######## lsc_i2cs_reg_arb ########
### Floorplan with the power grid, lsc_i2cs_reg_arb

Scale: 3 px per um. Pins as bars on the die edge.
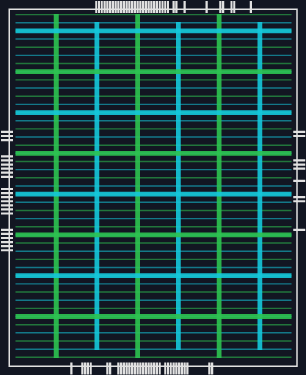

**src/rtl/lsc_i2cs_pkg.sv**
```systemverilog
// Shared constants for the I2C-slave / local-core register bank arbiter:
// device select default, register map addresses and local FSM encoding.
package lsc_i2cs_pkg;

    localparam logic [3:0] DEV_SEL_DEF = 4'hE;

    localparam logic [7:0] ADDR_CFG0  = 8'h00;
    localparam logic [7:0] ADDR_CFG1  = 8'h01;
    localparam logic [7:0] ADDR_CFG2  = 8'h02;
    localparam logic [7:0] ADDR_CFG3  = 8'h03;
    localparam logic [7:0] ADDR_STAT0 = 8'h10;
    localparam logic [7:0] ADDR_STAT1 = 8'h11;
    localparam logic [7:0] ADDR_FLAGS = 8'h20;
    localparam logic [7:0] ADDR_MASK  = 8'h21;

    typedef enum logic [1:0] {
        ST_IDLE = 2'd0,
        ST_LOC  = 2'd1,
        ST_RESP = 2'd2
    } loc_state_t;

    // Config registers occupy 0x00-0x03.
    function automatic logic is_cfg(input logic [7:0] addr);
        return (addr[7:2] == 6'd0);
    endfunction

endpackage

```
**src/rtl/lsc_i2cs_reg_arb.sv**
```systemverilog
// Register bank shared between an I2C slave and a local core.
// I2C strobes always win their cycle; a pending local access simply waits
// in LOC until a strobe-free cycle, so the two sides never write together.
//
// state | meaning
// ------+-------------------------------------------------------------
// IDLE  | no local access in progress; i_loc_req starts one
// LOC   | local access performed this cycle unless an I2C strobe owns it
// RESP  | o_loc_valid high, o_loc_rdata holds the read value
module lsc_i2cs_reg_arb
    import lsc_i2cs_pkg::*;
#(
    parameter logic [3:0] DEV_SEL = DEV_SEL_DEF
) (
    input  logic       clk,
    input  logic       resetn,
    input  logic [3:0] i_dev_addr,
    input  logic [7:0] i_reg_addr,
    input  logic [7:0] i_wdata,
    input  logic       i_wr,
    input  logic       i_rd,
    output logic [7:0] o_rdata,
    input  logic       i_loc_req,
    input  logic       i_loc_we,
    input  logic [7:0] i_loc_addr,
    input  logic [7:0] i_loc_wdata,
    output logic       o_loc_gnt,
    output logic       o_loc_valid,
    output logic [7:0] o_loc_rdata,
    input  logic [7:0] i_event,
    output logic [7:0] o_config_00,
    output logic [7:0] o_config_01,
    output logic [7:0] o_config_02,
    output logic [7:0] o_config_03,
    output logic       o_irq
);

    loc_state_t state, state_nxt;

    logic [7:0] cfg [4];
    logic [7:0] status_00, status_01, shadow_01;
    logic [7:0] flags, mask;
    logic [7:0] rdata_q, loc_rdata_q;
    logic       irq_q;

    logic       dev_hit, i2c_wr, i2c_rd, i2c_act;
    logic       loc_do, loc_wr;
    logic [7:0] i2c_rd_mux, loc_rd_mux, flag_clr;

    assign dev_hit = (i_dev_addr == DEV_SEL);
    assign i2c_wr  = i_wr & dev_hit;
    assign i2c_rd  = i_rd & dev_hit;
    assign i2c_act = i2c_wr | i2c_rd;
    assign loc_wr  = loc_do & i_loc_we;

    assign flag_clr = (i2c_wr && (i_reg_addr == ADDR_FLAGS)) ? i_wdata : 8'h00;

    // Local FSM state register.
    always_ff @(posedge clk or negedge resetn) begin
        if (!resetn) state <= ST_IDLE;
        else         state <= state_nxt;
    end

    // Local FSM next state; the access happens in LOC only in a strobe-free cycle.
    always_comb begin
        state_nxt = state;
        loc_do    = 1'b0;
        case (state)
            ST_IDLE: if (i_loc_req) state_nxt = ST_LOC;
            ST_LOC: begin
                if (!i2c_act) begin
                    loc_do    = 1'b1;
                    state_nxt = ST_RESP;
                end
            end
            ST_RESP: state_nxt = ST_IDLE;
            default: state_nxt = ST_IDLE;
        endcase
    end

    // I2C read view: status_01 is only visible through the shadow copy.
    always_comb begin
        i2c_rd_mux = 8'h00;
        if (is_cfg(i_reg_addr))              i2c_rd_mux = cfg[i_reg_addr[1:0]];
        else if (i_reg_addr == ADDR_STAT0)   i2c_rd_mux = status_00;
        else if (i_reg_addr == ADDR_STAT1)   i2c_rd_mux = shadow_01;
        else if (i_reg_addr == ADDR_FLAGS)   i2c_rd_mux = flags;
        else if (i_reg_addr == ADDR_MASK)    i2c_rd_mux = mask;
    end

    // Local read view: live registers.
    always_comb begin
        loc_rd_mux = 8'h00;
        if (is_cfg(i_loc_addr))              loc_rd_mux = cfg[i_loc_addr[1:0]];
        else if (i_loc_addr == ADDR_STAT0)   loc_rd_mux = status_00;
        else if (i_loc_addr == ADDR_STAT1)   loc_rd_mux = status_01;
        else if (i_loc_addr == ADDR_FLAGS)   loc_rd_mux = flags;
        else if (i_loc_addr == ADDR_MASK)    loc_rd_mux = mask;
    end

    // Register bank, flags, shadow and registered read data.
    always_ff @(posedge clk or negedge resetn) begin
        if (!resetn) begin
            for (int i = 0; i < 4; i++) cfg[i] <= 8'h00;
            status_00   <= 8'h00;
            status_01   <= 8'h00;
            shadow_01   <= 8'h00;
            flags       <= 8'h00;
            mask        <= 8'h00;
            rdata_q     <= 8'h00;
            loc_rdata_q <= 8'h00;
            irq_q       <= 1'b0;
        end else begin
            if (i2c_wr) begin
                if (is_cfg(i_reg_addr))            cfg[i_reg_addr[1:0]] <= i_wdata;
                else if (i_reg_addr == ADDR_MASK)  mask <= i_wdata;
            end
            if (loc_wr) begin
                if (is_cfg(i_loc_addr))            cfg[i_loc_addr[1:0]] <= i_loc_wdata;
                else if (i_loc_addr == ADDR_STAT0) status_00 <= i_loc_wdata;
                else if (i_loc_addr == ADDR_STAT1) status_01 <= i_loc_wdata;
                else if (i_loc_addr == ADDR_MASK)  mask <= i_loc_wdata;
            end
            flags <= (flags & ~flag_clr) | i_event;
            if (i2c_rd) begin
                rdata_q <= i2c_rd_mux;
                if (i_reg_addr == ADDR_STAT0) shadow_01 <= status_01;
            end
            if (loc_do) loc_rdata_q <= i_loc_we ? 8'h00 : loc_rd_mux;
            irq_q <= |(flags & mask);
        end
    end

    assign o_loc_gnt   = loc_do;
    assign o_loc_valid = (state == ST_RESP);
    assign o_loc_rdata = loc_rdata_q;
    assign o_rdata     = rdata_q;
    assign o_irq       = irq_q;
    assign o_config_00 = cfg[0];
    assign o_config_01 = cfg[1];
    assign o_config_02 = cfg[2];
    assign o_config_03 = cfg[3];

endmodule
```
**config.mk**
```make
export PLATFORM = sky130hd
export DESIGN_NAME = lsc_i2cs_reg_arb
export DESIGN_NICKNAME = d
export VERILOG_FILES = /design/src/rtl/lsc_i2cs_pkg.sv /design/src/rtl/lsc_i2cs_reg_arb.sv
export SDC_FILE = /design/constraint.sdc
export NUM_CORES = 1
export LEC_CHECK = 0
export CAP_MARGIN = 20
export CORE_ASPECT_RATIO = 1.25
export CORE_MARGIN = 1.5
export CORE_UTILIZATION = 49
export CTS_BUF_LIST = sky130_fd_sc_hd__clkbuf_4 sky130_fd_sc_hd__clkbuf_8
export DETAILED_ROUTE_END_ITERATION = 16
export PLACE_DENSITY = 0.9
export SETUP_SLACK_MARGIN = 0.1
export SLEW_MARGIN = 20
export SYNTH_ARGS = -nofsm -noshare
export SYNTH_HDL_FRONTEND = slang
export SYNTH_SLANG_ARGS = --single-unit
```
**constraint.sdc**
```tcl
create_clock -name clk -period 2.05 [get_ports clk]
set_clock_uncertainty 0.2 [all_clocks]
set_input_delay 0.5125 -clock clk [delete_from_list [all_inputs] [get_ports clk]]
set_output_delay 0.5125 -clock clk [all_outputs]
set_load 0.01 [all_outputs]
```
######## load_unit ########
--- src/rtl/load_unit.sv ---
// rtl/load_unit.sv - multi-cycle load-word datapath: decode, address, memory read, register writeback
module load_unit #(
    parameter logic [5:0]  LW_OPCODE = 6'b100011,
    parameter int unsigned MAX_WAIT  = 15
) (
    input  logic        clk,
    input  logic        reset,
    input  logic        start,
    input  logic [31:0] instruction,
    input  logic [31:0] Read_data1,
    output logic        busy,
    output logic        mem_req,
    output logic [31:0] mem_addr,
    input  logic        mem_ack,
    input  logic [31:0] mem_rdata,
    output logic        RegWrite,
    output logic [4:0]  Write_reg,
    output logic [31:0] Write_data,
    output logic        done,
    output logic        fault
);

    typedef enum logic [2:0] {
        S_IDLE,
        S_ADDR,
        S_REQ,
        S_WB,
        S_FAULT
    } state_t;

    // Counter value seen on the edge that exhausts the REQ wait budget.
    localparam logic [7:0] WAIT_LAST = 8'(MAX_WAIT - 1);

    state_t      state_q, state_d;
    logic [5:0]  op_q, op_d;
    logic [4:0]  rt_q, rt_d;
    logic [15:0] imm_q, imm_d;
    logic [31:0] base_q, base_d;
    logic [7:0]  wait_q, wait_d;
    logic        mem_req_q, mem_req_d;
    logic [31:0] mem_addr_q, mem_addr_d;
    logic        done_q, done_d;
    logic        regwrite_q, regwrite_d;
    logic        fault_q, fault_d;
    logic [4:0]  write_reg_q, write_reg_d;
    logic [31:0] write_data_q, write_data_d;
    logic [31:0] addr_sum;

    assign addr_sum = base_q + {{16{imm_q[15]}}, imm_q};

    always_comb begin
        state_d      = state_q;
        op_d         = op_q;
        rt_d         = rt_q;
        imm_d        = imm_q;
        base_d       = base_q;
        wait_d       = wait_q;
        mem_req_d    = mem_req_q;
        mem_addr_d   = mem_addr_q;
        write_reg_d  = write_reg_q;
        write_data_d = write_data_q;
        done_d       = 1'b0;
        regwrite_d   = 1'b0;
        fault_d      = 1'b0;

        case (state_q)
            S_IDLE: begin
                if (start) begin
                    op_d    = instruction[31:26];
                    rt_d    = instruction[20:16];
                    imm_d   = instruction[15:0];
                    base_d  = Read_data1;
                    state_d = S_ADDR;
                end
            end
            S_ADDR: begin
                if ((op_q != LW_OPCODE) || (addr_sum[1:0] != 2'b00)) begin
                    fault_d = 1'b1;
                    state_d = S_FAULT;
                end else begin
                    mem_req_d  = 1'b1;
                    mem_addr_d = addr_sum;
                    wait_d     = 8'd0;
                    state_d    = S_REQ;
                end
            end
            S_REQ: begin
                // An ack on the final budget edge takes priority over the timeout.
                if (mem_ack) begin
                    mem_req_d    = 1'b0;
                    done_d       = 1'b1;
                    regwrite_d   = (rt_q != 5'd0);
                    write_reg_d  = rt_q;
                    write_data_d = mem_rdata;
                    state_d      = S_WB;
                end else if (wait_q == WAIT_LAST) begin
                    mem_req_d = 1'b0;
                    fault_d   = 1'b1;
                    state_d   = S_FAULT;
                end else begin
                    wait_d = wait_q + 8'd1;
                end
            end
            S_WB:    state_d = S_IDLE;
            S_FAULT: state_d = S_IDLE;
            default: state_d = S_IDLE;
        endcase
    end

    always_ff @(posedge clk) begin
        if (reset) begin
            state_q      <= S_IDLE;
            op_q         <= 6'd0;
            rt_q         <= 5'd0;
            imm_q        <= 16'd0;
            base_q       <= 32'd0;
            wait_q       <= 8'd0;
            mem_req_q    <= 1'b0;
            mem_addr_q   <= 32'd0;
            done_q       <= 1'b0;
            regwrite_q   <= 1'b0;
            fault_q      <= 1'b0;
            write_reg_q  <= 5'd0;
            write_data_q <= 32'd0;
        end else begin
            state_q      <= state_d;
            op_q         <= op_d;
            rt_q         <= rt_d;
            imm_q        <= imm_d;
            base_q       <= base_d;
            wait_q       <= wait_d;
            mem_req_q    <= mem_req_d;
            mem_addr_q   <= mem_addr_d;
            done_q       <= done_d;
            regwrite_q   <= regwrite_d;
            fault_q      <= fault_d;
            write_reg_q  <= write_reg_d;
            write_data_q <= write_data_d;
        end
    end

    assign busy       = (state_q != S_IDLE);
    assign mem_req    = mem_req_q;
    assign mem_addr   = mem_addr_q;
    assign RegWrite   = regwrite_q;
    assign Write_reg  = write_reg_q;
    assign Write_data = write_data_q;
    assign done       = done_q;
    assign fault      = fault_q;

endmodule

--- config.mk ---
export PLATFORM = sky130hd
export DESIGN_NAME = load_unit
export DESIGN_NICKNAME = d
export VERILOG_FILES = /design/src/rtl/load_unit.sv
export SDC_FILE = /design/constraint.sdc
export NUM_CORES = 1
export LEC_CHECK = 0
export CORE_MARGIN = 8
export CORE_UTILIZATION = 56
export CTS_BUF_LIST = sky130_fd_sc_hd__clkbuf_4 sky130_fd_sc_hd__clkbuf_8
export DETAILED_ROUTE_END_ITERATION = 12
export DONT_BUFFER_PORTS = 1
export PLACE_DENSITY = 0.71
export SLEW_MARGIN = 25
export SYNTH_ARGS = -nofsm -noshare
export SYNTH_HDL_FRONTEND = slang
export SYNTH_SLANG_ARGS = --single-unit
--- constraint.sdc ---
create_clock -name clk -period 2.8 [get_ports clk]
set_input_delay 0.28 -clock clk [delete_from_list [all_inputs] [get_ports clk]]
set_output_delay 0.28 -clock clk [all_outputs]
set_load 0.1 [all_outputs]
######## jt51_lfo_multi_flat ########
File: src/rtl/jt51_lfo_multi_if.sv
// Control/status bundle for the multi-channel LFO bank: per-channel settings in, AM/PM words out.
interface jt51_lfo_multi_if #(
  parameter int unsigned NLFO = 2,
  parameter int unsigned PHW  = 16
);
  logic                 cen;
  logic [NLFO*PHW-1:0]  freq;
  logic [NLFO*2-1:0]    wave;
  logic [NLFO*7-1:0]    amd;
  logic [NLFO*7-1:0]    pmd;
  logic [NLFO-1:0]      sync;
  logic [NLFO-1:0]      wrap;
  logic [NLFO*8-1:0]    am;
  logic [NLFO*8-1:0]    pm;
  logic                 upd;
  logic [2:0]           upd_ch;
  logic                 upd_pm;

  modport master (
    output cen, freq, wave, amd, pmd, sync,
    input  wrap, am, pm, upd, upd_ch, upd_pm
  );

  modport slave (
    input  cen, freq, wave, amd, pmd, sync,
    output wrap, am, pm, upd, upd_ch, upd_pm
  );
endinterface

File: src/rtl/jt51_lfo_multi.sv
// Bank of NLFO phase-accumulator LFOs sharing one serial shift-add depth scaler
// that round-robins channels (AM then PM) and refreshes one output word every 8 cen.
module jt51_lfo_multi #(
  parameter int unsigned NLFO = 2,
  parameter int unsigned PHW  = 16,
  parameter logic [16:0] SEED = 17'h00001
) (
  input  logic rst,
  input  logic clk,
  jt51_lfo_multi_if.slave bus
);
  localparam int unsigned MSB = PHW - 1;
  localparam int unsigned AW  = 14;

  typedef enum logic {SEL_AM = 1'b0, SEL_PM = 1'b1} sel_t;

  logic [PHW-1:0]  phase [NLFO];
  logic [16:0]     lfsr  [NLFO];
  logic [PHW:0]    sum   [NLFO];
  logic [7:0]      am_q  [NLFO];
  logic [7:0]      pm_q  [NLFO];
  logic [NLFO-1:0] sync_l;
  logic [NLFO-1:0] restart;
  logic [NLFO-1:0] wrap_q;

  logic [2:0]      slot;
  logic [2:0]      ch;
  sel_t            sel;
  logic [6:0]      base_q;
  logic [6:0]      dep_q;
  logic            sign_q;
  logic [AW-1:0]   acc;
  logic            upd_q;
  logic [2:0]      upd_ch_q;
  logic            upd_pm_q;

  logic [8:0]      ph_c;
  logic [7:0]      lf_c;
  logic [1:0]      wv_c;
  logic [6:0]      amd_c;
  logic [6:0]      pmd_c;
  logic [6:0]      am_b;
  logic [6:0]      pm_mag;
  logic [6:0]      base_c;
  logic [6:0]      dep_c;
  logic            sign_c;
  logic [2:0]      bit_c;
  logic [AW-1:0]   term_c;
  logic [AW-1:0]   sum_c;
  logic [NLFO*8-1:0] am_flat;
  logic [NLFO*8-1:0] pm_flat;

  // A sync request arriving on the cen clock itself takes effect at once
  assign restart = sync_l | bus.sync;

  always_comb begin : p_sum
    for (int i = 0; i < NLFO; i++) begin
      sum[i] = {1'b0, phase[i]} + {1'b0, bus.freq[i*PHW +: PHW]};
    end
  end

  // Phase accumulators and noise generators; sync beats overflow
  always_ff @(posedge clk or posedge rst) begin : p_phase
    if (rst) begin
      for (int i = 0; i < NLFO; i++) begin
        phase[i] <= '0;
        lfsr[i]  <= SEED;
      end
      wrap_q <= '0;
      sync_l <= '0;
    end else begin
      wrap_q <= '0;
      sync_l <= bus.cen ? '0 : (sync_l | bus.sync);
      if (bus.cen) begin
        for (int i = 0; i < NLFO; i++) begin
          if (restart[i]) begin
            phase[i] <= '0;
          end else begin
            phase[i]  <= sum[i][PHW-1:0];
            wrap_q[i] <= sum[i][PHW];
            if (sum[i][PHW]) lfsr[i] <= {lfsr[i][15:0], lfsr[i][16] ^ lfsr[i][13]};
          end
        end
      end
    end
  end

  // Waveform base value for the channel/selector about to be loaded
  always_comb begin : p_base
    ph_c  = '0;
    lf_c  = '0;
    wv_c  = '0;
    amd_c = '0;
    pmd_c = '0;
    for (int i = 0; i < NLFO; i++) begin
      if (ch == 3'(i)) begin
        ph_c  = phase[i][MSB -: 9];
        lf_c  = lfsr[i][7:0];
        wv_c  = bus.wave[i*2 +: 2];
        amd_c = bus.amd[i*7 +: 7];
        pmd_c = bus.pmd[i*7 +: 7];
      end
    end
    sign_c = ph_c[8];
    am_b   = '0;
    pm_mag = '0;
    case (wv_c)
      2'd0: begin
        am_b   = ~ph_c[8:2];
        pm_mag = ph_c[7:1];
      end
      2'd1: begin
        am_b   = ph_c[8] ? 7'd0 : 7'd127;
        pm_mag = 7'd127;
      end
      2'd2: begin
        am_b   = ph_c[8] ? ph_c[7:1] : ~ph_c[7:1];
        pm_mag = ph_c[7] ? ~ph_c[6:0] : ph_c[6:0];
      end
      default: begin
        am_b   = lf_c[6:0];
        pm_mag = lf_c[6:0];
        sign_c = lf_c[7];
      end
    endcase
    base_c = (sel == SEL_PM) ? pm_mag : am_b;
    dep_c  = (sel == SEL_PM) ? pmd_c : amd_c;
  end

  // One partial product per slot: depth bit (slot-1) weights base<<(slot-1)
  always_comb begin : p_term
    bit_c  = slot - 3'd1;
    term_c = '0;
    if (slot != 3'd0 && dep_q[bit_c]) term_c = AW'(base_q) << bit_c;
    sum_c  = acc + term_c;
  end

  always_ff @(posedge clk or posedge rst) begin : p_scaler
    if (rst) begin
      slot     <= '0;
      ch       <= '0;
      sel      <= SEL_AM;
      base_q   <= '0;
      dep_q    <= '0;
      sign_q   <= 1'b0;
      acc      <= '0;
      upd_q    <= 1'b0;
      upd_ch_q <= '0;
      upd_pm_q <= 1'b0;
      for (int i = 0; i < NLFO; i++) begin
        am_q[i] <= '0;
        pm_q[i] <= '0;
      end
    end else begin
      upd_q <= 1'b0;
      if (bus.cen) begin
        slot <= slot + 3'd1;
        if (slot == 3'd0) begin
          base_q <= base_c;
          dep_q  <= dep_c;
          sign_q <= sign_c;
          acc    <= '0;
        end else begin
          acc <= sum_c;
        end
        if (slot == 3'd7) begin
          for (int i = 0; i < NLFO; i++) begin
            if (ch == 3'(i)) begin
              if (sel == SEL_PM) pm_q[i] <= (dep_q == 7'd0) ? 8'd0 : {sign_q, sum_c[13:7]};
              else               am_q[i] <= sum_c[13:6];
            end
          end
          upd_q    <= 1'b1;
          upd_ch_q <= ch;
          upd_pm_q <= (sel == SEL_PM);
          if (sel == SEL_PM) begin
            sel <= SEL_AM;
            ch  <= (ch == 3'(NLFO - 1)) ? 3'd0 : ch + 3'd1;
          end else begin
            sel <= SEL_PM;
          end
        end
      end
    end
  end

  always_comb begin : p_flat
    am_flat = '0;
    pm_flat = '0;
    for (int i = 0; i < NLFO; i++) begin
      am_flat[i*8 +: 8] = am_q[i];
      pm_flat[i*8 +: 8] = pm_q[i];
    end
  end

  assign bus.wrap   = wrap_q;
  assign bus.am     = am_flat;
  assign bus.pm     = pm_flat;
  assign bus.upd    = upd_q;
  assign bus.upd_ch = upd_ch_q;
  assign bus.upd_pm = upd_pm_q;
endmodule
File: src/flat_wrapper.sv
// flat-port wrapper written by rule: the top's interface ports become plain ports
module jt51_lfo_multi_flat 
#(
  parameter int unsigned NLFO = 2,
  parameter int unsigned PHW  = 16,
  parameter logic [16:0] SEED = 17'h00001
)
  (rst, clk, bus_cen, bus_freq, bus_wave, bus_amd, bus_pmd, bus_sync, bus_wrap, bus_am, bus_pm, bus_upd, bus_upd_ch, bus_upd_pm);
  jt51_lfo_multi_if #(.NLFO(NLFO), .PHW(PHW)) bus_i ();
  input  logic rst;
  input  logic clk;
  input wire logic [$bits(bus_i.cen)-1:0] bus_cen;
  input wire logic [$bits(bus_i.freq)-1:0] bus_freq;
  input wire logic [$bits(bus_i.wave)-1:0] bus_wave;
  input wire logic [$bits(bus_i.amd)-1:0] bus_amd;
  input wire logic [$bits(bus_i.pmd)-1:0] bus_pmd;
  input wire logic [$bits(bus_i.sync)-1:0] bus_sync;
  output wire logic [$bits(bus_i.wrap)-1:0] bus_wrap;
  output wire logic [$bits(bus_i.am)-1:0] bus_am;
  output wire logic [$bits(bus_i.pm)-1:0] bus_pm;
  output wire logic [$bits(bus_i.upd)-1:0] bus_upd;
  output wire logic [$bits(bus_i.upd_ch)-1:0] bus_upd_ch;
  output wire logic [$bits(bus_i.upd_pm)-1:0] bus_upd_pm;
  assign bus_i.cen = bus_cen;
  assign bus_i.freq = bus_freq;
  assign bus_i.wave = bus_wave;
  assign bus_i.amd = bus_amd;
  assign bus_i.pmd = bus_pmd;
  assign bus_i.sync = bus_sync;
  assign bus_wrap = bus_i.wrap;
  assign bus_am = bus_i.am;
  assign bus_pm = bus_i.pm;
  assign bus_upd = bus_i.upd;
  assign bus_upd_ch = bus_i.upd_ch;
  assign bus_upd_pm = bus_i.upd_pm;
  jt51_lfo_multi #(.NLFO(NLFO), .PHW(PHW), .SEED(SEED)) u_core (.rst(rst), .clk(clk), .bus(bus_i));
endmodule
File: config.mk
export PLATFORM = sky130hd
export DESIGN_NAME = jt51_lfo_multi_flat
export DESIGN_NICKNAME = d
export VERILOG_FILES = /design/src/rtl/jt51_lfo_multi_if.sv /design/src/rtl/jt51_lfo_multi.sv /design/src/flat_wrapper.sv
export SDC_FILE = /design/constraint.sdc
export NUM_CORES = 1
export LEC_CHECK = 0
export CORE_UTILIZATION = 57
export DETAILED_ROUTE_END_ITERATION = 6
export GPL_TIMING_DRIVEN = 1
export PLACE_DENSITY = 0.87
export SLEW_MARGIN = 10
export SYNTH_ARGS = -nofsm -noshare
export SYNTH_HDL_FRONTEND = slang
export SYNTH_SLANG_ARGS = --single-unit
File: constraint.sdc
create_clock -name clk -period 4.9 [get_ports clk]
set_clock_uncertainty 0.2 [all_clocks]
set_input_delay 0.49 -clock clk [delete_from_list [all_inputs] [get_ports clk]]
set_output_delay 0.49 -clock clk [all_outputs]
set_load 0.01 [all_outputs]
######## uart_rx_ctrl ########
--- src/rtl/uart_pkg.sv ---
// Shared UART definitions: receiver state encoding, default frame
// parameters used by the receiver, transmitter and baud generator, and
// a helper that sizes the oversampling tick counter.
package uart_pkg;

  typedef enum logic [1:0] {
    IDLE  = 2'd0,
    START = 2'd1,
    DATA  = 2'd2,
    STOP  = 2'd3
  } rx_state_e;

  localparam int DEF_DATA_BITS  = 8;
  localparam int DEF_OVERSAMPLE = 16;
  localparam int DEF_SB_TICK    = 16;

  // Width needed to count 0..max(a,b)-1, never narrower than one bit.
  function automatic int cnt_width(input int a, input int b);
    int m;
    m = (a > b) ? a : b;
    if ($clog2(m) < 1) return 1;
    return $clog2(m);
  endfunction

endpackage

--- src/rtl/uart_rx_ctrl_sync_2ff.sv ---
// Two-flop synchronizer for a single asynchronous input. Both flops
// reset to 1 so an idle-high serial line is not mistaken for a start bit
// on the cycles right after reset.
module sync_2ff (
  input  logic clk,
  input  logic reset,
  input  logic d_i,
  output logic q_o
);

  logic meta_q;
  logic sync_q;

  // Two-stage resynchronization into the clk domain.
  always_ff @(posedge clk) begin
    if (reset) begin
      meta_q <= 1'b1;
      sync_q <= 1'b1;
    end else begin
      meta_q <= d_i;
      sync_q <= meta_q;
    end
  end

  assign q_o = sync_q;

endmodule

--- src/rtl/uart_rx_ctrl.sv ---
// UART receive controller: 1 start bit, DATA_BITS data bits LSB-first,
// 1 stop bit, no parity. Bit timing is derived from an external
// oversampling strobe; data bits are sampled at mid-bit.
//
// Output handshake: rx_done_tick is a one-cycle valid strobe with no
// ready. dout is stable from the rx_done_tick cycle until the next good
// frame, so the consumer may capture it on the strobe or any time later
// before the next strobe. frame_err is a one-cycle strobe on a low stop
// bit and never coincides with rx_done_tick; dout is not touched then.
module uart_rx_ctrl
  import uart_pkg::*;
#(
  parameter int DATA_BITS  = DEF_DATA_BITS,
  parameter int OVERSAMPLE = DEF_OVERSAMPLE,
  parameter int SB_TICK    = DEF_SB_TICK
) (
  input  logic                 clk,
  input  logic                 reset,
  input  logic                 s_tick,
  input  logic                 rx,
  output logic [DATA_BITS-1:0] dout,
  output logic                 rx_done_tick,
  output logic                 frame_err,
  output logic                 busy,
  output logic [1:0]           state_dbg_o
);

  localparam int CNT_W = cnt_width(OVERSAMPLE, SB_TICK);
  localparam int BIT_W = ($clog2(DATA_BITS) < 1) ? 1 : $clog2(DATA_BITS);

  localparam logic [CNT_W-1:0] HALF_M1  = CNT_W'(OVERSAMPLE / 2 - 1);
  localparam logic [CNT_W-1:0] OS_M1    = CNT_W'(OVERSAMPLE - 1);
  localparam logic [CNT_W-1:0] SB_M1    = CNT_W'(SB_TICK - 1);
  localparam logic [BIT_W-1:0] LAST_BIT = BIT_W'(DATA_BITS - 1);

  logic rx_s;

  rx_state_e            state_q,  state_d;
  logic [CNT_W-1:0]     s_cnt_q,  s_cnt_d;
  logic [BIT_W-1:0]     n_cnt_q,  n_cnt_d;
  logic [DATA_BITS-1:0] shift_q,  shift_d;
  logic [DATA_BITS-1:0] dout_q,   dout_d;
  logic                 done_q,   done_d;
  logic                 err_q,    err_d;
  // Set after a framing error so a line held low (break) is not
  // re-framed; cleared once the line is seen high again.
  logic                 brk_q,    brk_d;

  sync_2ff u_sync (
    .clk   (clk),
    .reset (reset),
    .d_i   (rx),
    .q_o   (rx_s)
  );

  // State, counters, data and strobe registers.
  always_ff @(posedge clk) begin
    if (reset) begin
      state_q <= IDLE;
      s_cnt_q <= '0;
      n_cnt_q <= '0;
      shift_q <= '0;
      dout_q  <= '0;
      done_q  <= 1'b0;
      err_q   <= 1'b0;
      brk_q   <= 1'b0;
    end else begin
      state_q <= state_d;
      s_cnt_q <= s_cnt_d;
      n_cnt_q <= n_cnt_d;
      shift_q <= shift_d;
      dout_q  <= dout_d;
      done_q  <= done_d;
      err_q   <= err_d;
      brk_q   <= brk_d;
    end
  end

  // Next-state logic: start qualification, mid-bit sampling, stop check.
  always_comb begin
    state_d = state_q;
    s_cnt_d = s_cnt_q;
    n_cnt_d = n_cnt_q;
    shift_d = shift_q;
    dout_d  = dout_q;
    done_d  = 1'b0;
    err_d   = 1'b0;
    brk_d   = brk_q;

    unique case (state_q)
      IDLE: begin
        if (rx_s) begin
          brk_d = 1'b0;
        end else if (!brk_q) begin
          state_d = START;
          s_cnt_d = '0;
        end
      end

      START: begin
        if (s_tick) begin
          if (s_cnt_q == HALF_M1) begin
            if (!rx_s) begin
              state_d = DATA;
              s_cnt_d = '0;
              n_cnt_d = '0;
            end else begin
              // Start bit did not survive to mid-bit: treat as a glitch.
              state_d = IDLE;
            end
          end else begin
            s_cnt_d = s_cnt_q + 1'b1;
          end
        end
      end

      DATA: begin
        if (s_tick) begin
          if (s_cnt_q == OS_M1) begin
            s_cnt_d = '0;
            shift_d = {rx_s, shift_q[DATA_BITS-1:1]};
            if (n_cnt_q == LAST_BIT) begin
              state_d = STOP;
            end else begin
              n_cnt_d = n_cnt_q + 1'b1;
            end
          end else begin
            s_cnt_d = s_cnt_q + 1'b1;
          end
        end
      end

      STOP: begin
        if (s_tick) begin
          if (s_cnt_q == SB_M1) begin
            state_d = IDLE;
            if (rx_s) begin
              dout_d = shift_q;
              done_d = 1'b1;
            end else begin
              err_d = 1'b1;
              brk_d = 1'b1;
            end
          end else begin
            s_cnt_d = s_cnt_q + 1'b1;
          end
        end
      end

      default: state_d = IDLE;
    endcase
  end

  assign dout         = dout_q;
  assign rx_done_tick = done_q;
  assign frame_err    = err_q;
  assign busy         = (state_q != IDLE);
  assign state_dbg_o  = state_q;

endmodule

--- config.mk ---
export PLATFORM = sky130hd
export DESIGN_NAME = uart_rx_ctrl
export DESIGN_NICKNAME = d
export VERILOG_FILES = /design/src/rtl/uart_pkg.sv /design/src/rtl/uart_rx_ctrl_sync_2ff.sv /design/src/rtl/uart_rx_ctrl.sv
export SDC_FILE = /design/constraint.sdc
export NUM_CORES = 1
export LEC_CHECK = 0
export CORE_MARGIN = 5
export CORE_UTILIZATION = 54
export CTS_CLUSTER_DIAMETER = 50
export CTS_CLUSTER_SIZE = 25
export DETAILED_ROUTE_END_ITERATION = 10
export GPL_TIMING_DRIVEN = 0
export PLACE_DENSITY_LB_ADDON = 0.12
export SLEW_MARGIN = 5
export SYNTH_ARGS = -nofsm -noshare
export SYNTH_HDL_FRONTEND = slang
export SYNTH_SLANG_ARGS = --single-unit
--- constraint.sdc ---
create_clock -name clk -period 2.3 [get_ports clk]
set_clock_uncertainty 0.05 [all_clocks]
set_input_delay 0.575 -clock clk [delete_from_list [all_inputs] [get_ports clk]]
set_output_delay 0.575 -clock clk [all_outputs]
set_load 0.1 [all_outputs]

==> gallery <==
Cell placement.
Plate I
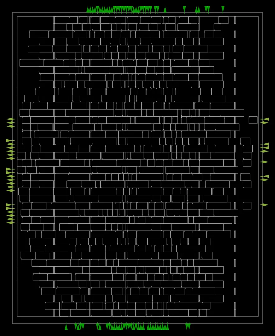
Plate II
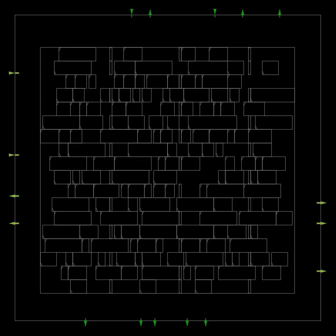
Plate III
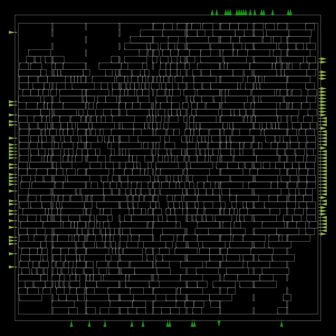
Plate IV
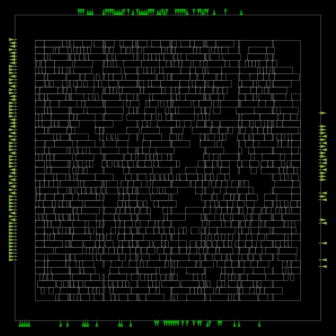
Plate I: lsc_i2cs_reg_arb
Plate II: uart_rx_ctrl
Plate IV: load_unit
Plate III: jt51_lfo_multi_flat

### Floorplan with the power grid, load_unit

Scale: 3 px per um. Pins as bars on the die edge.
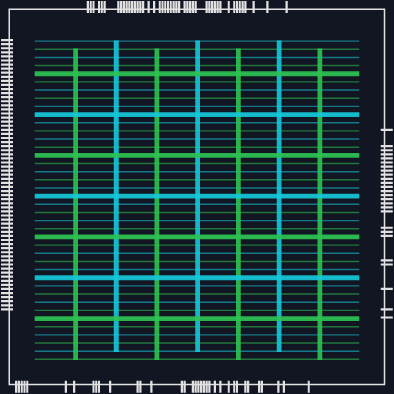
Green shows VSS. Cyan shows VDD.
174 signal pins sit on the boundary. 7 straps on met4. The core has 39 rows. 7 straps on met5. 40 met1 rails follow the rows.
core area: 11500 um2
Die Ht: 125 um

==> impl_metrics.toml, load_unit <==
# physical design summary
[cells_and_area]
regArea_um2 = 2870
buf_share_pct = 14.8
num-multi-input-gates = 651
drive_gt1_share_pct = 9.05
filler_cell_count = 868
final_area_um2 = 8300

[critical_path]
rrSetupSlack_ps = 130
crit_family = "AND-OR/OR-AND gates"
crit_start = "imm_q[0]"
cp.arrival_ps = 3000
crit_path_end = "mem_addr[30]"
path_class = "reg2reg"

[global_routing]
grt_use_met3_pct = 8.64
antenna_found_initial = 0

[clocking]
cts_sinks = 143
path_clk_slew_ps = 80
cts_buffer_depth = 2
cts-buffers-inserted = 17

[power]
cellLeakagePower_nw = 3.37
p_sw_mw = 1.21
combinationalPowerShare_pct = 12.5
internal-power_mw = 3.20

[worst_hold_path]
hp-start = "reset"

[placement]
gp_congestion = 0.867
dp_hpwl_mm = 12.3
dp_slack_ps = -33.3

[drt]
remaining_drc_errors = 0
highest_layer = "met4"

[logic_synthesis]
yosys_warnings = 0
ys_top_logic_family = "simple AND/OR/NAND/NOR gates"
mux_share_pct = 0.455
simple_gate_share_pct = 23.4

[timing]
slew_headroom_pct = 29.6

[outcome]
status = "complete, no violations"
load_unit: timing repair:
item / in CTS / in global routing
cloned: 0 / 0
hold endpoints to repair: 130 / 0
buffers inserted: 0 / 2
endpoints found under the setup margin: 2 / 6
gates resized: 2 / 7
hold buffers: 92 / 0
pin swaps: 0 / 10
load_unit: cells in the final DEF (no fill, tap or decap), types with 13 or more instances in the layout:
cell type,n
xnor2_1,17
buf_4,36
dfxtp_1,141
nor2_1,23
clkbuf_8,19
a21o_1,20
dlygate4sd3_1,91
ha_1,32
a21oi_1,150
nand2_1,265
xor2_1,13
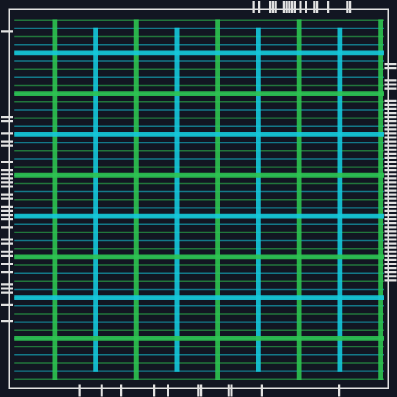
*Floorplan with the power grid, jt51_lfo_multi_flat*
Scale: 3 px per um. Pins as bars on the die edge.
Green shows VSS. Cyan shows VDD.
45 met1 rails follow the rows. 8 straps on met5. 9 straps on met4. The core has 44 rows.
core area: 14800 um2
Die X: 126 um

==> impl_metrics.toml, jt51_lfo_multi_flat <==
# physical design summary
[drt]
drt-initial-drc-count = 546
vias = 7087

[logic_synthesis]
ff_type = "dfrtp_1"
yosys-top-cells-area = "dfrtp_1 40%, ha_1 7.0%, mux2_2 4.5%, a22o_1 3.9%, a21oi_1 3.6%"

[cells_and_area]
lay_top_cells = "141 x dfrtp_1, 107 x clkdlybuf4s50_1, 62 x a21oi_1"
area_delta_synth_final_pct = 21.0

[power]
clock_power_mw = 1.45
clock_power_share_pct = 26.2
pg_seq_mw = 1.66
power_frac_seq_pct = 30.1

[timing]
slew_violations = 0

[placement]
portBuffers = 107

[critical_path]
rr_endpoint = "u_core.bus.am[6]"
cpPeakStageDelay_ps = 650
critPathLaunchType = "flip-flop"

[global_routing]
grt_use_met3_pct = 5.10
grt_max_degree = 72
antenna_found_initial = 0

[clocking]
path_clk_slew_ps = 60

[floorplanning]
tapCellCount = 184

[outcome]
status = "complete, no violations"
-- jt51_lfo_multi_flat: per-stage QoR --
step | utilization [%] | instance area, um2 | hold WS, ps | std cells | setup slack, ps
floorplan | - | 8740 | 251 | 853 | 375
global placement | 67.2 | 9920 | 261 | 1114 | 730
detailed placement | 67.2 | 9920 | 271 | 1114 | 455
CTS | 71.7 | 10600 | 285 | 1145 | 353
global route | 71.7 | 10600 | 300 | 1145 | 95.7
finish | 71.7 | 10600 | 279 | 1145 | 324
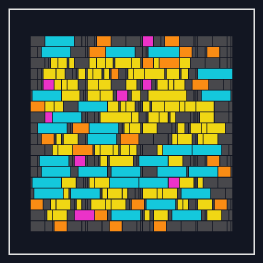
*Placed cells, one color a class, uart_rx_ctrl*
Scale: 4 px per um. Fill, decap, tap and diode cells in gray.
Cyan shows flops, cells 30, share of their area 37%. Yellow shows all other logic, cells 102, share of their area 45%. Orange shows other buffers and delay cells, cells 23, share of their area 14%. Magenta shows clock drivers and dummy loads, cells 8, share of their area 3.9%.
core area: 2480 um2
final instance area: 1660 um2
Final Util: 67.0%
Seq area share: 36.5%
row count: 18

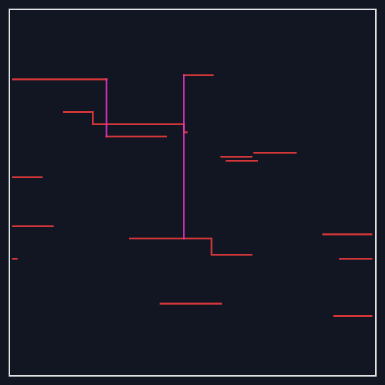
*Routed metal, one color a layer, uart_rx_ctrl*
Scale: 6 px per um. Only two layers are drawn.
Red shows met3, wire length 136 um. Magenta shows met4, wire length 36.7 um.
WL final: 2.57 mm
gr usage total: 15.7%

==> impl_metrics.toml, uart_rx_ctrl <==
# physical design summary
[cells_and_area]
drive_gt1_share_pct = 19.0
num-multi-input-gates = 95

[clocking]
root_buffer = "clkbuf_4"

[logic_synthesis]
ys_types = 37
netlist_area_um2 = 1400
synth-xor-area-share_pct = 0
ys.flops = 30
yosys_cells = 139

[floorplanning]
io-pin-count = 17
fp_util_pct = 56.4

[critical_path]
critPathCaptureType = "primary output"
rrSetupSlack_ps = 500

[timing]
period_used_pct = 97.4
slew_violations = 0

[outcome]
status = "complete, no violations"

[global_routing]
grt_pass1_vias = 964

[placement]
dp_hpwl_mm = 1.85
==> uart_rx_ctrl: power by group <==
part           switching [mW]  internal [mW]  total [mW]
Sequential            0.00292          0.523       0.526
Combinational          0.0646         0.0300      0.0947
Clock                   0.184          0.148       0.332
Total                   0.252          0.701       0.953
==> uart_rx_ctrl: sequential cells by signal (all words and copies together) (netlist names), named ones only <==
register	cells
state_dbg_o	1
rx_done_tick	1
frame_err	1
u_sync.meta_q	1
shift_q	8
u_sync.q_o	1
s_cnt_q	4
dout	8
brk_q	1
n_cnt_q	3
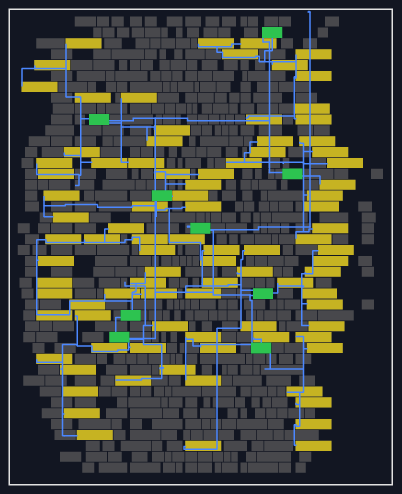
*Clock network drawn from the DEF, lsc_i2cs_reg_arb*
Scale: 4 px per um.
Yellow shows flip-flops, count 91. Blue shows clock wires, length 1120 um. Green shows cells driving clock nets, count 9.
There are 10 routed clock nets.
Clk power: 1.37 mW
Clock power frac: 33.2%
clk latency late pin: 380 ps

About 'Floorplan with the power grid' of lsc_i2cs_reg_arb:
Cyan shows VDD. Green shows VSS.
The core has 42 rows. 101 signal pins sit on the boundary. 8 straps on met5.
core area: 10500 um2
Die X: 95.4 um
Die Ht: 118 um
worst vdd ir: 400 uV

==> impl_metrics.toml, lsc_i2cs_reg_arb <==
# physical design summary
[logic_synthesis]
synth-adder-area-share_pct = 0
synth-edff-count = 0
synth-xor-area-share_pct = 0
netlist_area_um2 = 5230
async_reset_ff_share_pct = 100
synth.top_cell.area_share_pct = 43.6
avgSynthCellArea_um2 = 12.3
ys.flops = 91

[critical_path]
cpPeakStageDelay_ps = 570
reg2reg_depth = 4
path_cells = "buf_6 -> or4_4 -> buf_12 -> nor4_4 -> buf_12 -> mux2_4 -> mux2_4"
worst-path-stages = 7
critPathLaunchType = "input pin"
path_class = "in2reg"
critPathSlowestCell = "or4_4"

[cells_and_area]
num-multi-input-gates = 307
ff_count = 91
inv_count = 2
drive_gt1_share_pct = 46.5
final_cells = 736

[drt]
remaining_drc_errors = 0
drt-initial-drc-count = 495
routedWlPerCell_um = 26.7

[clocking]
postCtsHoldBufs = 1

[power]
p_total_mw = 4.13
cellLeakagePower_nw = 3.79
power_combinational_mw = 0.821
p_sw_mw = 1.13
pg_seq_mw = 1.94

[outcome]
status = "finished, violations left"
violations = "setup timing"

[timing]
slew_headroom_pct = 70.0
finalWorstSetupSlack_ps = -188
fin_tns_setup_ps = -5240
setup_violations = 40

[global_routing]
antenna_found_initial = 0
grt_pass1_vias = 5273
grt_usage_pct = 35.3

[floorplanning]
die-area_um2 = 11300

[job]
drv_cap = 0

[worst_hold_path]
hp-start = "o_loc_rdata[2]"
hp-class = "reg2reg"

[placement]
place_area_um2 = 6980
[lsc_i2cs_reg_arb: flip-flops by register name (all words and copies together), names as in the netlist, 2 cells and up]
signal       count
status_01        8
o_loc_rdata      8
o_config_02      8
mask             8
status_00        8
o_rdata          8
state            2
o_config_01      8
o_config_00      8
flags            8
o_config_03      8
shadow_01        8
[lsc_i2cs_reg_arb: layer usage]
metal | wire (um) | up-vias | track usage, %
met5 | 0 | - | 0
met4 | 1440 | 0 | 22.0
met3 | 1620 | 143 | 7.92
met2 | 9770 | 394 | 57.6
met1 | 6800 | 2476 | 41.3
li1 | - | 2007 | -

######## cla_adder_pipe_flat ########
### Floorplan with the power grid, cla_adder_pipe_flat

Scale: 3 px per um. Pins as bars on the die edge.
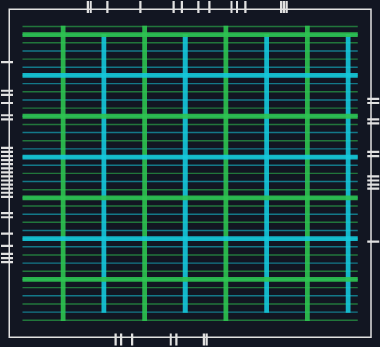
### Placed cells, one color a class, cla_adder_pipe_flat

Scale: 2 px per um. Fill, decap, tap and diode cells in gray.
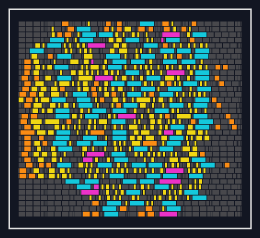
**config.mk**
```make
export PLATFORM = sky130hd
export DESIGN_NAME = cla_adder_pipe_flat
export DESIGN_NICKNAME = d
export VERILOG_FILES = /design/src/rtl/cla_adder_pipe_if.sv /design/src/rtl/cla_adder_pipe.sv /design/src/flat_wrapper.sv
export SDC_FILE = /design/constraint.sdc
export NUM_CORES = 1
export LEC_CHECK = 0
export CELL_PAD_IN_SITES_DETAIL_PLACEMENT = 1
export CELL_PAD_IN_SITES_GLOBAL_PLACEMENT = 1
export CORE_ASPECT_RATIO = 0.9
export CORE_MARGIN = 4
export CORE_UTILIZATION = 36
export CTS_CLUSTER_SIZE = 8
export DETAILED_ROUTE_END_ITERATION = 10
export PLACE_DENSITY = 0.82
export SYNTH_ARGS = -nofsm -noshare
export SYNTH_HDL_FRONTEND = slang
export SYNTH_SLANG_ARGS = --single-unit
```
**constraint.sdc**
```tcl
create_clock -name clk -period 2.1 [get_ports clk]
set_input_delay 0.63 -clock clk [delete_from_list [all_inputs] [get_ports clk]]
set_output_delay 0.63 -clock clk [all_outputs]
set_load 0.05 [all_outputs]
```
**src/rtl/cla_adder_pipe_if.sv**
```systemverilog
// cla_adder_pipe_if: valid/ready operand and result channels of the pipelined CLA adder
interface cla_adder_pipe_if #(
    parameter int WIDTH = 16
);
    logic             in_valid;
    logic             in_ready;
    logic [WIDTH-1:0] a;
    logic [WIDTH-1:0] b;
    logic             cin;
    logic             sub;
    logic             out_valid;
    logic             out_ready;
    logic [WIDTH-1:0] sum;
    logic             cout;
    logic             ovf;

    modport master (
        output in_valid, a, b, cin, sub, out_ready,
        input  in_ready, out_valid, sum, cout, ovf
    );

    modport slave (
        input  in_valid, a, b, cin, sub, out_ready,
        output in_ready, out_valid, sum, cout, ovf
    );
endinterface

```
**src/rtl/cla_adder_pipe.sv**
```systemverilog
// cla_adder_pipe: pipelined adder/subtractor resolving one 4-bit lookahead group per stage
module cla_adder_pipe #(
    parameter int WIDTH = 16
) (
    input logic             clk,
    input logic             rst,
    cla_adder_pipe_if.slave io
);
    localparam int NGRP = WIDTH / 4;

    logic adv;

    assign adv         = !io.out_valid || io.out_ready;
    assign io.in_ready = adv;

    for (genvar k = 0; k < NGRP; k++) begin : g
        localparam int LW = 4 * (k + 1);
        localparam int UW = WIDTH - LW;
        logic [3:0]    ga, gb, gg, gp, c;
        logic          ci, iv, c4, v, co;
        logic [LW-1:0] ns, s;
        if (k == 0) begin : f
            assign ga = io.a[3:0];
            assign gb = io.b[3:0] ^ {4{io.sub}};
            assign ci = io.sub | io.cin;
            assign iv = io.in_valid;
            assign ns = gp ^ c;
        end else begin : f
            assign ga = g[k-1].u.ua[3:0];
            assign gb = g[k-1].u.ub[3:0];
            assign ci = g[k-1].co;
            assign iv = g[k-1].v;
            assign ns = {gp ^ c, g[k-1].s};
        end
        assign gg   = ga & gb;
        assign gp   = ga ^ gb;
        assign c[0] = ci;
        assign c[1] = gg[0] | gp[0] & ci;
        assign c[2] = gg[1] | gp[1] & gg[0] | gp[1] & gp[0] & ci;
        assign c[3] = gg[2] | gp[2] & gg[1] | gp[2] & gp[1] & gg[0] | gp[2] & gp[1] & gp[0] & ci;
        assign c4   = gg[3] | gp[3] & gg[2] | gp[3] & gp[2] & gg[1]
                    | gp[3] & gp[2] & gp[1] & gg[0] | (&gp) & ci;
        always_ff @(posedge clk) begin
            if (rst) begin
                v  <= 1'b0;
                co <= 1'b0;
                s  <= '0;
            end else if (adv) begin
                v  <= iv;
                co <= c4;
                s  <= ns;
            end
        end
        // Operand bits not yet consumed travel alongside the partial sum
        if (UW > 0) begin : u
            logic [UW-1:0] ua, ub, na, nb;
            if (k == 0) begin : s0
                assign na = io.a[WIDTH-1:4];
                assign nb = io.b[WIDTH-1:4] ^ {UW{io.sub}};
            end else begin : sk
                assign na = g[k-1].u.ua[UW+3:4];
                assign nb = g[k-1].u.ub[UW+3:4];
            end
            always_ff @(posedge clk) begin
                if (rst) begin
                    ua <= '0;
                    ub <= '0;
                end else if (adv) begin
                    ua <= na;
                    ub <= nb;
                end
            end
        end
        if (k == NGRP - 1) begin : t
            logic ov;
            always_ff @(posedge clk) begin
                if (rst) ov <= 1'b0;
                else if (adv) ov <= c4 ^ c[3];
            end
            assign io.out_valid = v;
            assign io.sum       = s;
            assign io.cout      = co;
            assign io.ovf       = ov;
        end
    end
endmodule

```
**src/flat_wrapper.sv**
```systemverilog
// flat-port wrapper written by rule: the top's interface ports become plain ports
module cla_adder_pipe_flat 
#(
    parameter int WIDTH = 16
)
  (clk, rst, io_in_valid, io_a, io_b, io_cin, io_sub, io_out_ready, io_in_ready, io_out_valid, io_sum, io_cout, io_ovf);
  cla_adder_pipe_if #(.WIDTH(WIDTH)) io_i ();
  input logic clk;
  input logic rst;
  input wire logic [$bits(io_i.in_valid)-1:0] io_in_valid;
  input wire logic [$bits(io_i.a)-1:0] io_a;
  input wire logic [$bits(io_i.b)-1:0] io_b;
  input wire logic [$bits(io_i.cin)-1:0] io_cin;
  input wire logic [$bits(io_i.sub)-1:0] io_sub;
  input wire logic [$bits(io_i.out_ready)-1:0] io_out_ready;
  output wire logic [$bits(io_i.in_ready)-1:0] io_in_ready;
  output wire logic [$bits(io_i.out_valid)-1:0] io_out_valid;
  output wire logic [$bits(io_i.sum)-1:0] io_sum;
  output wire logic [$bits(io_i.cout)-1:0] io_cout;
  output wire logic [$bits(io_i.ovf)-1:0] io_ovf;
  assign io_i.in_valid = io_in_valid;
  assign io_i.a = io_a;
  assign io_i.b = io_b;
  assign io_i.cin = io_cin;
  assign io_i.sub = io_sub;
  assign io_i.out_ready = io_out_ready;
  assign io_in_ready = io_i.in_ready;
  assign io_out_valid = io_i.out_valid;
  assign io_sum = io_i.sum;
  assign io_cout = io_i.cout;
  assign io_ovf = io_i.ovf;
  cla_adder_pipe #(.WIDTH(WIDTH)) u_core (.clk(clk), .rst(rst), .io(io_i));
endmodule
```
==> impl_metrics.toml <==
# physical design summary
[cells_and_area]
nets = 599
sh_comb_area_pct = 37.9
buf_share_pct = 14.1
regArea_um2 = 1940
area_delta_synth_final_pct = 26.4

[floorplanning]
die-area_um2 = 13100
io-pin-count = 58
fp_util_pct = 37.2

[outcome]
status = "complete, no violations"

[critical_path]
path_cells = "clkdlybuf4s50_1 -> xor2_2 -> ha_1 -> o211a_1 -> o21a_1 -> o21ai_1 -> a221oi_2"
critPathRequiredTime_ps = 2310

[logic_synthesis]
ys_area_um2 = 4070
synth-edff-count = 0
ys_types = 38

[timing]
hold_slack_ps = 452

[power]
p_per_area_nw_per_um2 = 813
clock_power_mw = 1.64
internal-power_mw = 3.19
cellLeakagePower_nw = 2.05

[worst_hold_path]
hp-start = "u_core.g[0].u.ua[7]"
hold_end = "u_core.g[0].u.ua[7]"

[global_routing]
grt_use_met3_pct = 2.96

[clocking]
cts_sinks = 97
postCtsHoldBufs = 0

[drt]
remaining_drc_errors = 0
Notes on 'Floorplan with the power grid' of cla_adder_pipe_flat above:
Cyan shows VDD. Green shows VSS.
7 straps on met5. 37 met1 rails follow the rows. The core has 36 rows. 8 straps on met4.
worst vdd ir: 314 uV
Die Ht: 109 um
core area: 10900 um2
Die X: 120 um

Notes on 'Placed cells, one color a class' of cla_adder_pipe_flat above:
Magenta shows clock drivers and dummy loads, cells 15, share of their area 6.0%. Orange shows other buffers and delay cells, cells 80, share of their area 15%. Yellow shows all other logic, cells 353, share of their area 40%. Cyan shows flops, cells 97, share of their area 39%.
Seq area share: 37.7%
final instance area: 5140 um2
row count: 36
Final Util: 47.0%

cells by family (layout without fill, tap and decap cells):
family | after synthesis | count (layout) | synth area share, %
compound gates | 116 | 116 | 17.4
xor+xnor | 20 | 20 | 4.31
fa+ha+maj | 20 | 20 | 6.89
buf+inv | 44 | 105 | 4.83
flops | 97 | 97 | 47.7
mux | 1 | 1 | 0.246
simple gates | 186 | 186 | 18.6
worst max-delay path: cells and delay by family:
kind                       cells  cell delay, ps
AOI/OAI and AO/OA              4             680
xor gates and xnor gates       1             180
adders and majority gates      1             250
buffers and inverters          1             500


==> screenshots <==
Clock network drawn from the DEF.
panel A
Scale: 4 px per um.
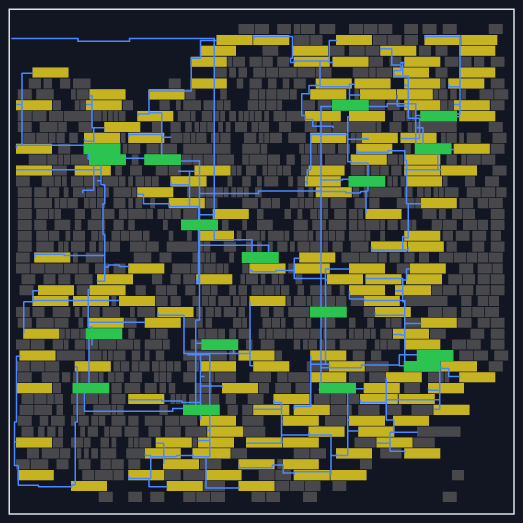
panel B
Scale: 4 px per um.
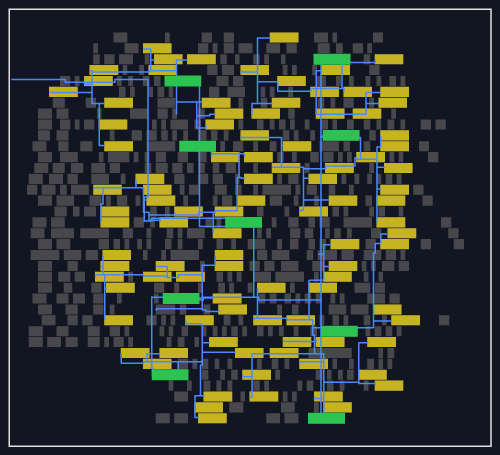
panel C
Scale: 10 px per um.
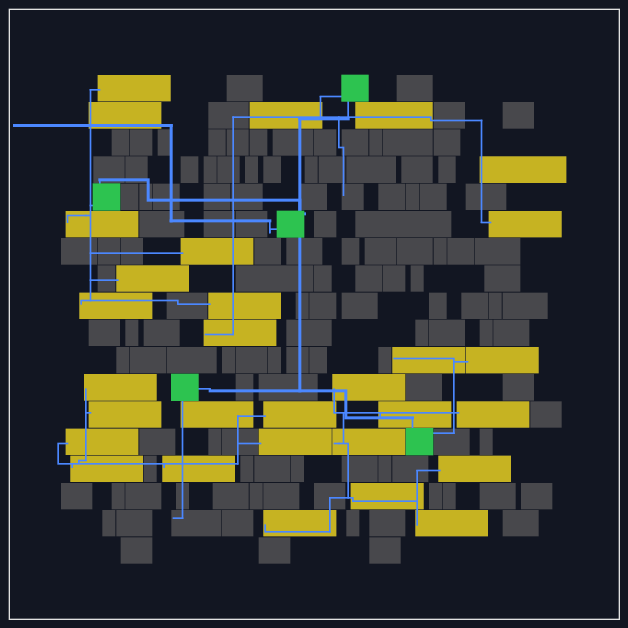
panel D
Scale: 4 px per um.
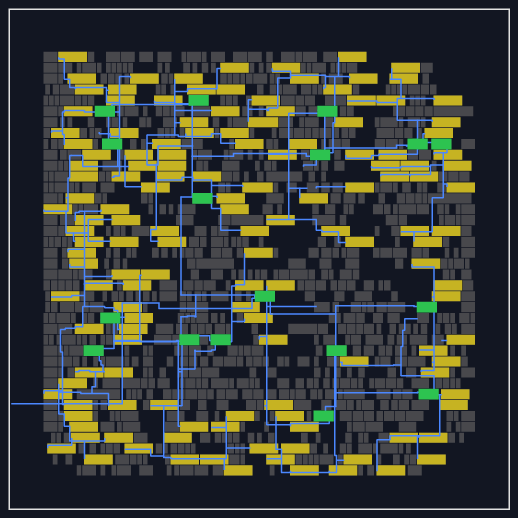
Of these, fewest sequential cells: panel C
| picture | from |
|---|---|
| panel B | cla_adder_pipe_flat |
| panel A | jt51_lfo_multi_flat |
| panel D | load_unit |
| panel C | uart_rx_ctrl |

Key to panel C:
Blue shows clock wires, length 378 um. Green shows cells driving clock nets, count 5. Yellow shows flip-flops, count 30.
There are 6 routed clock nets.

Power figures rest on the tool's default switching activity, not on a simulated workload.
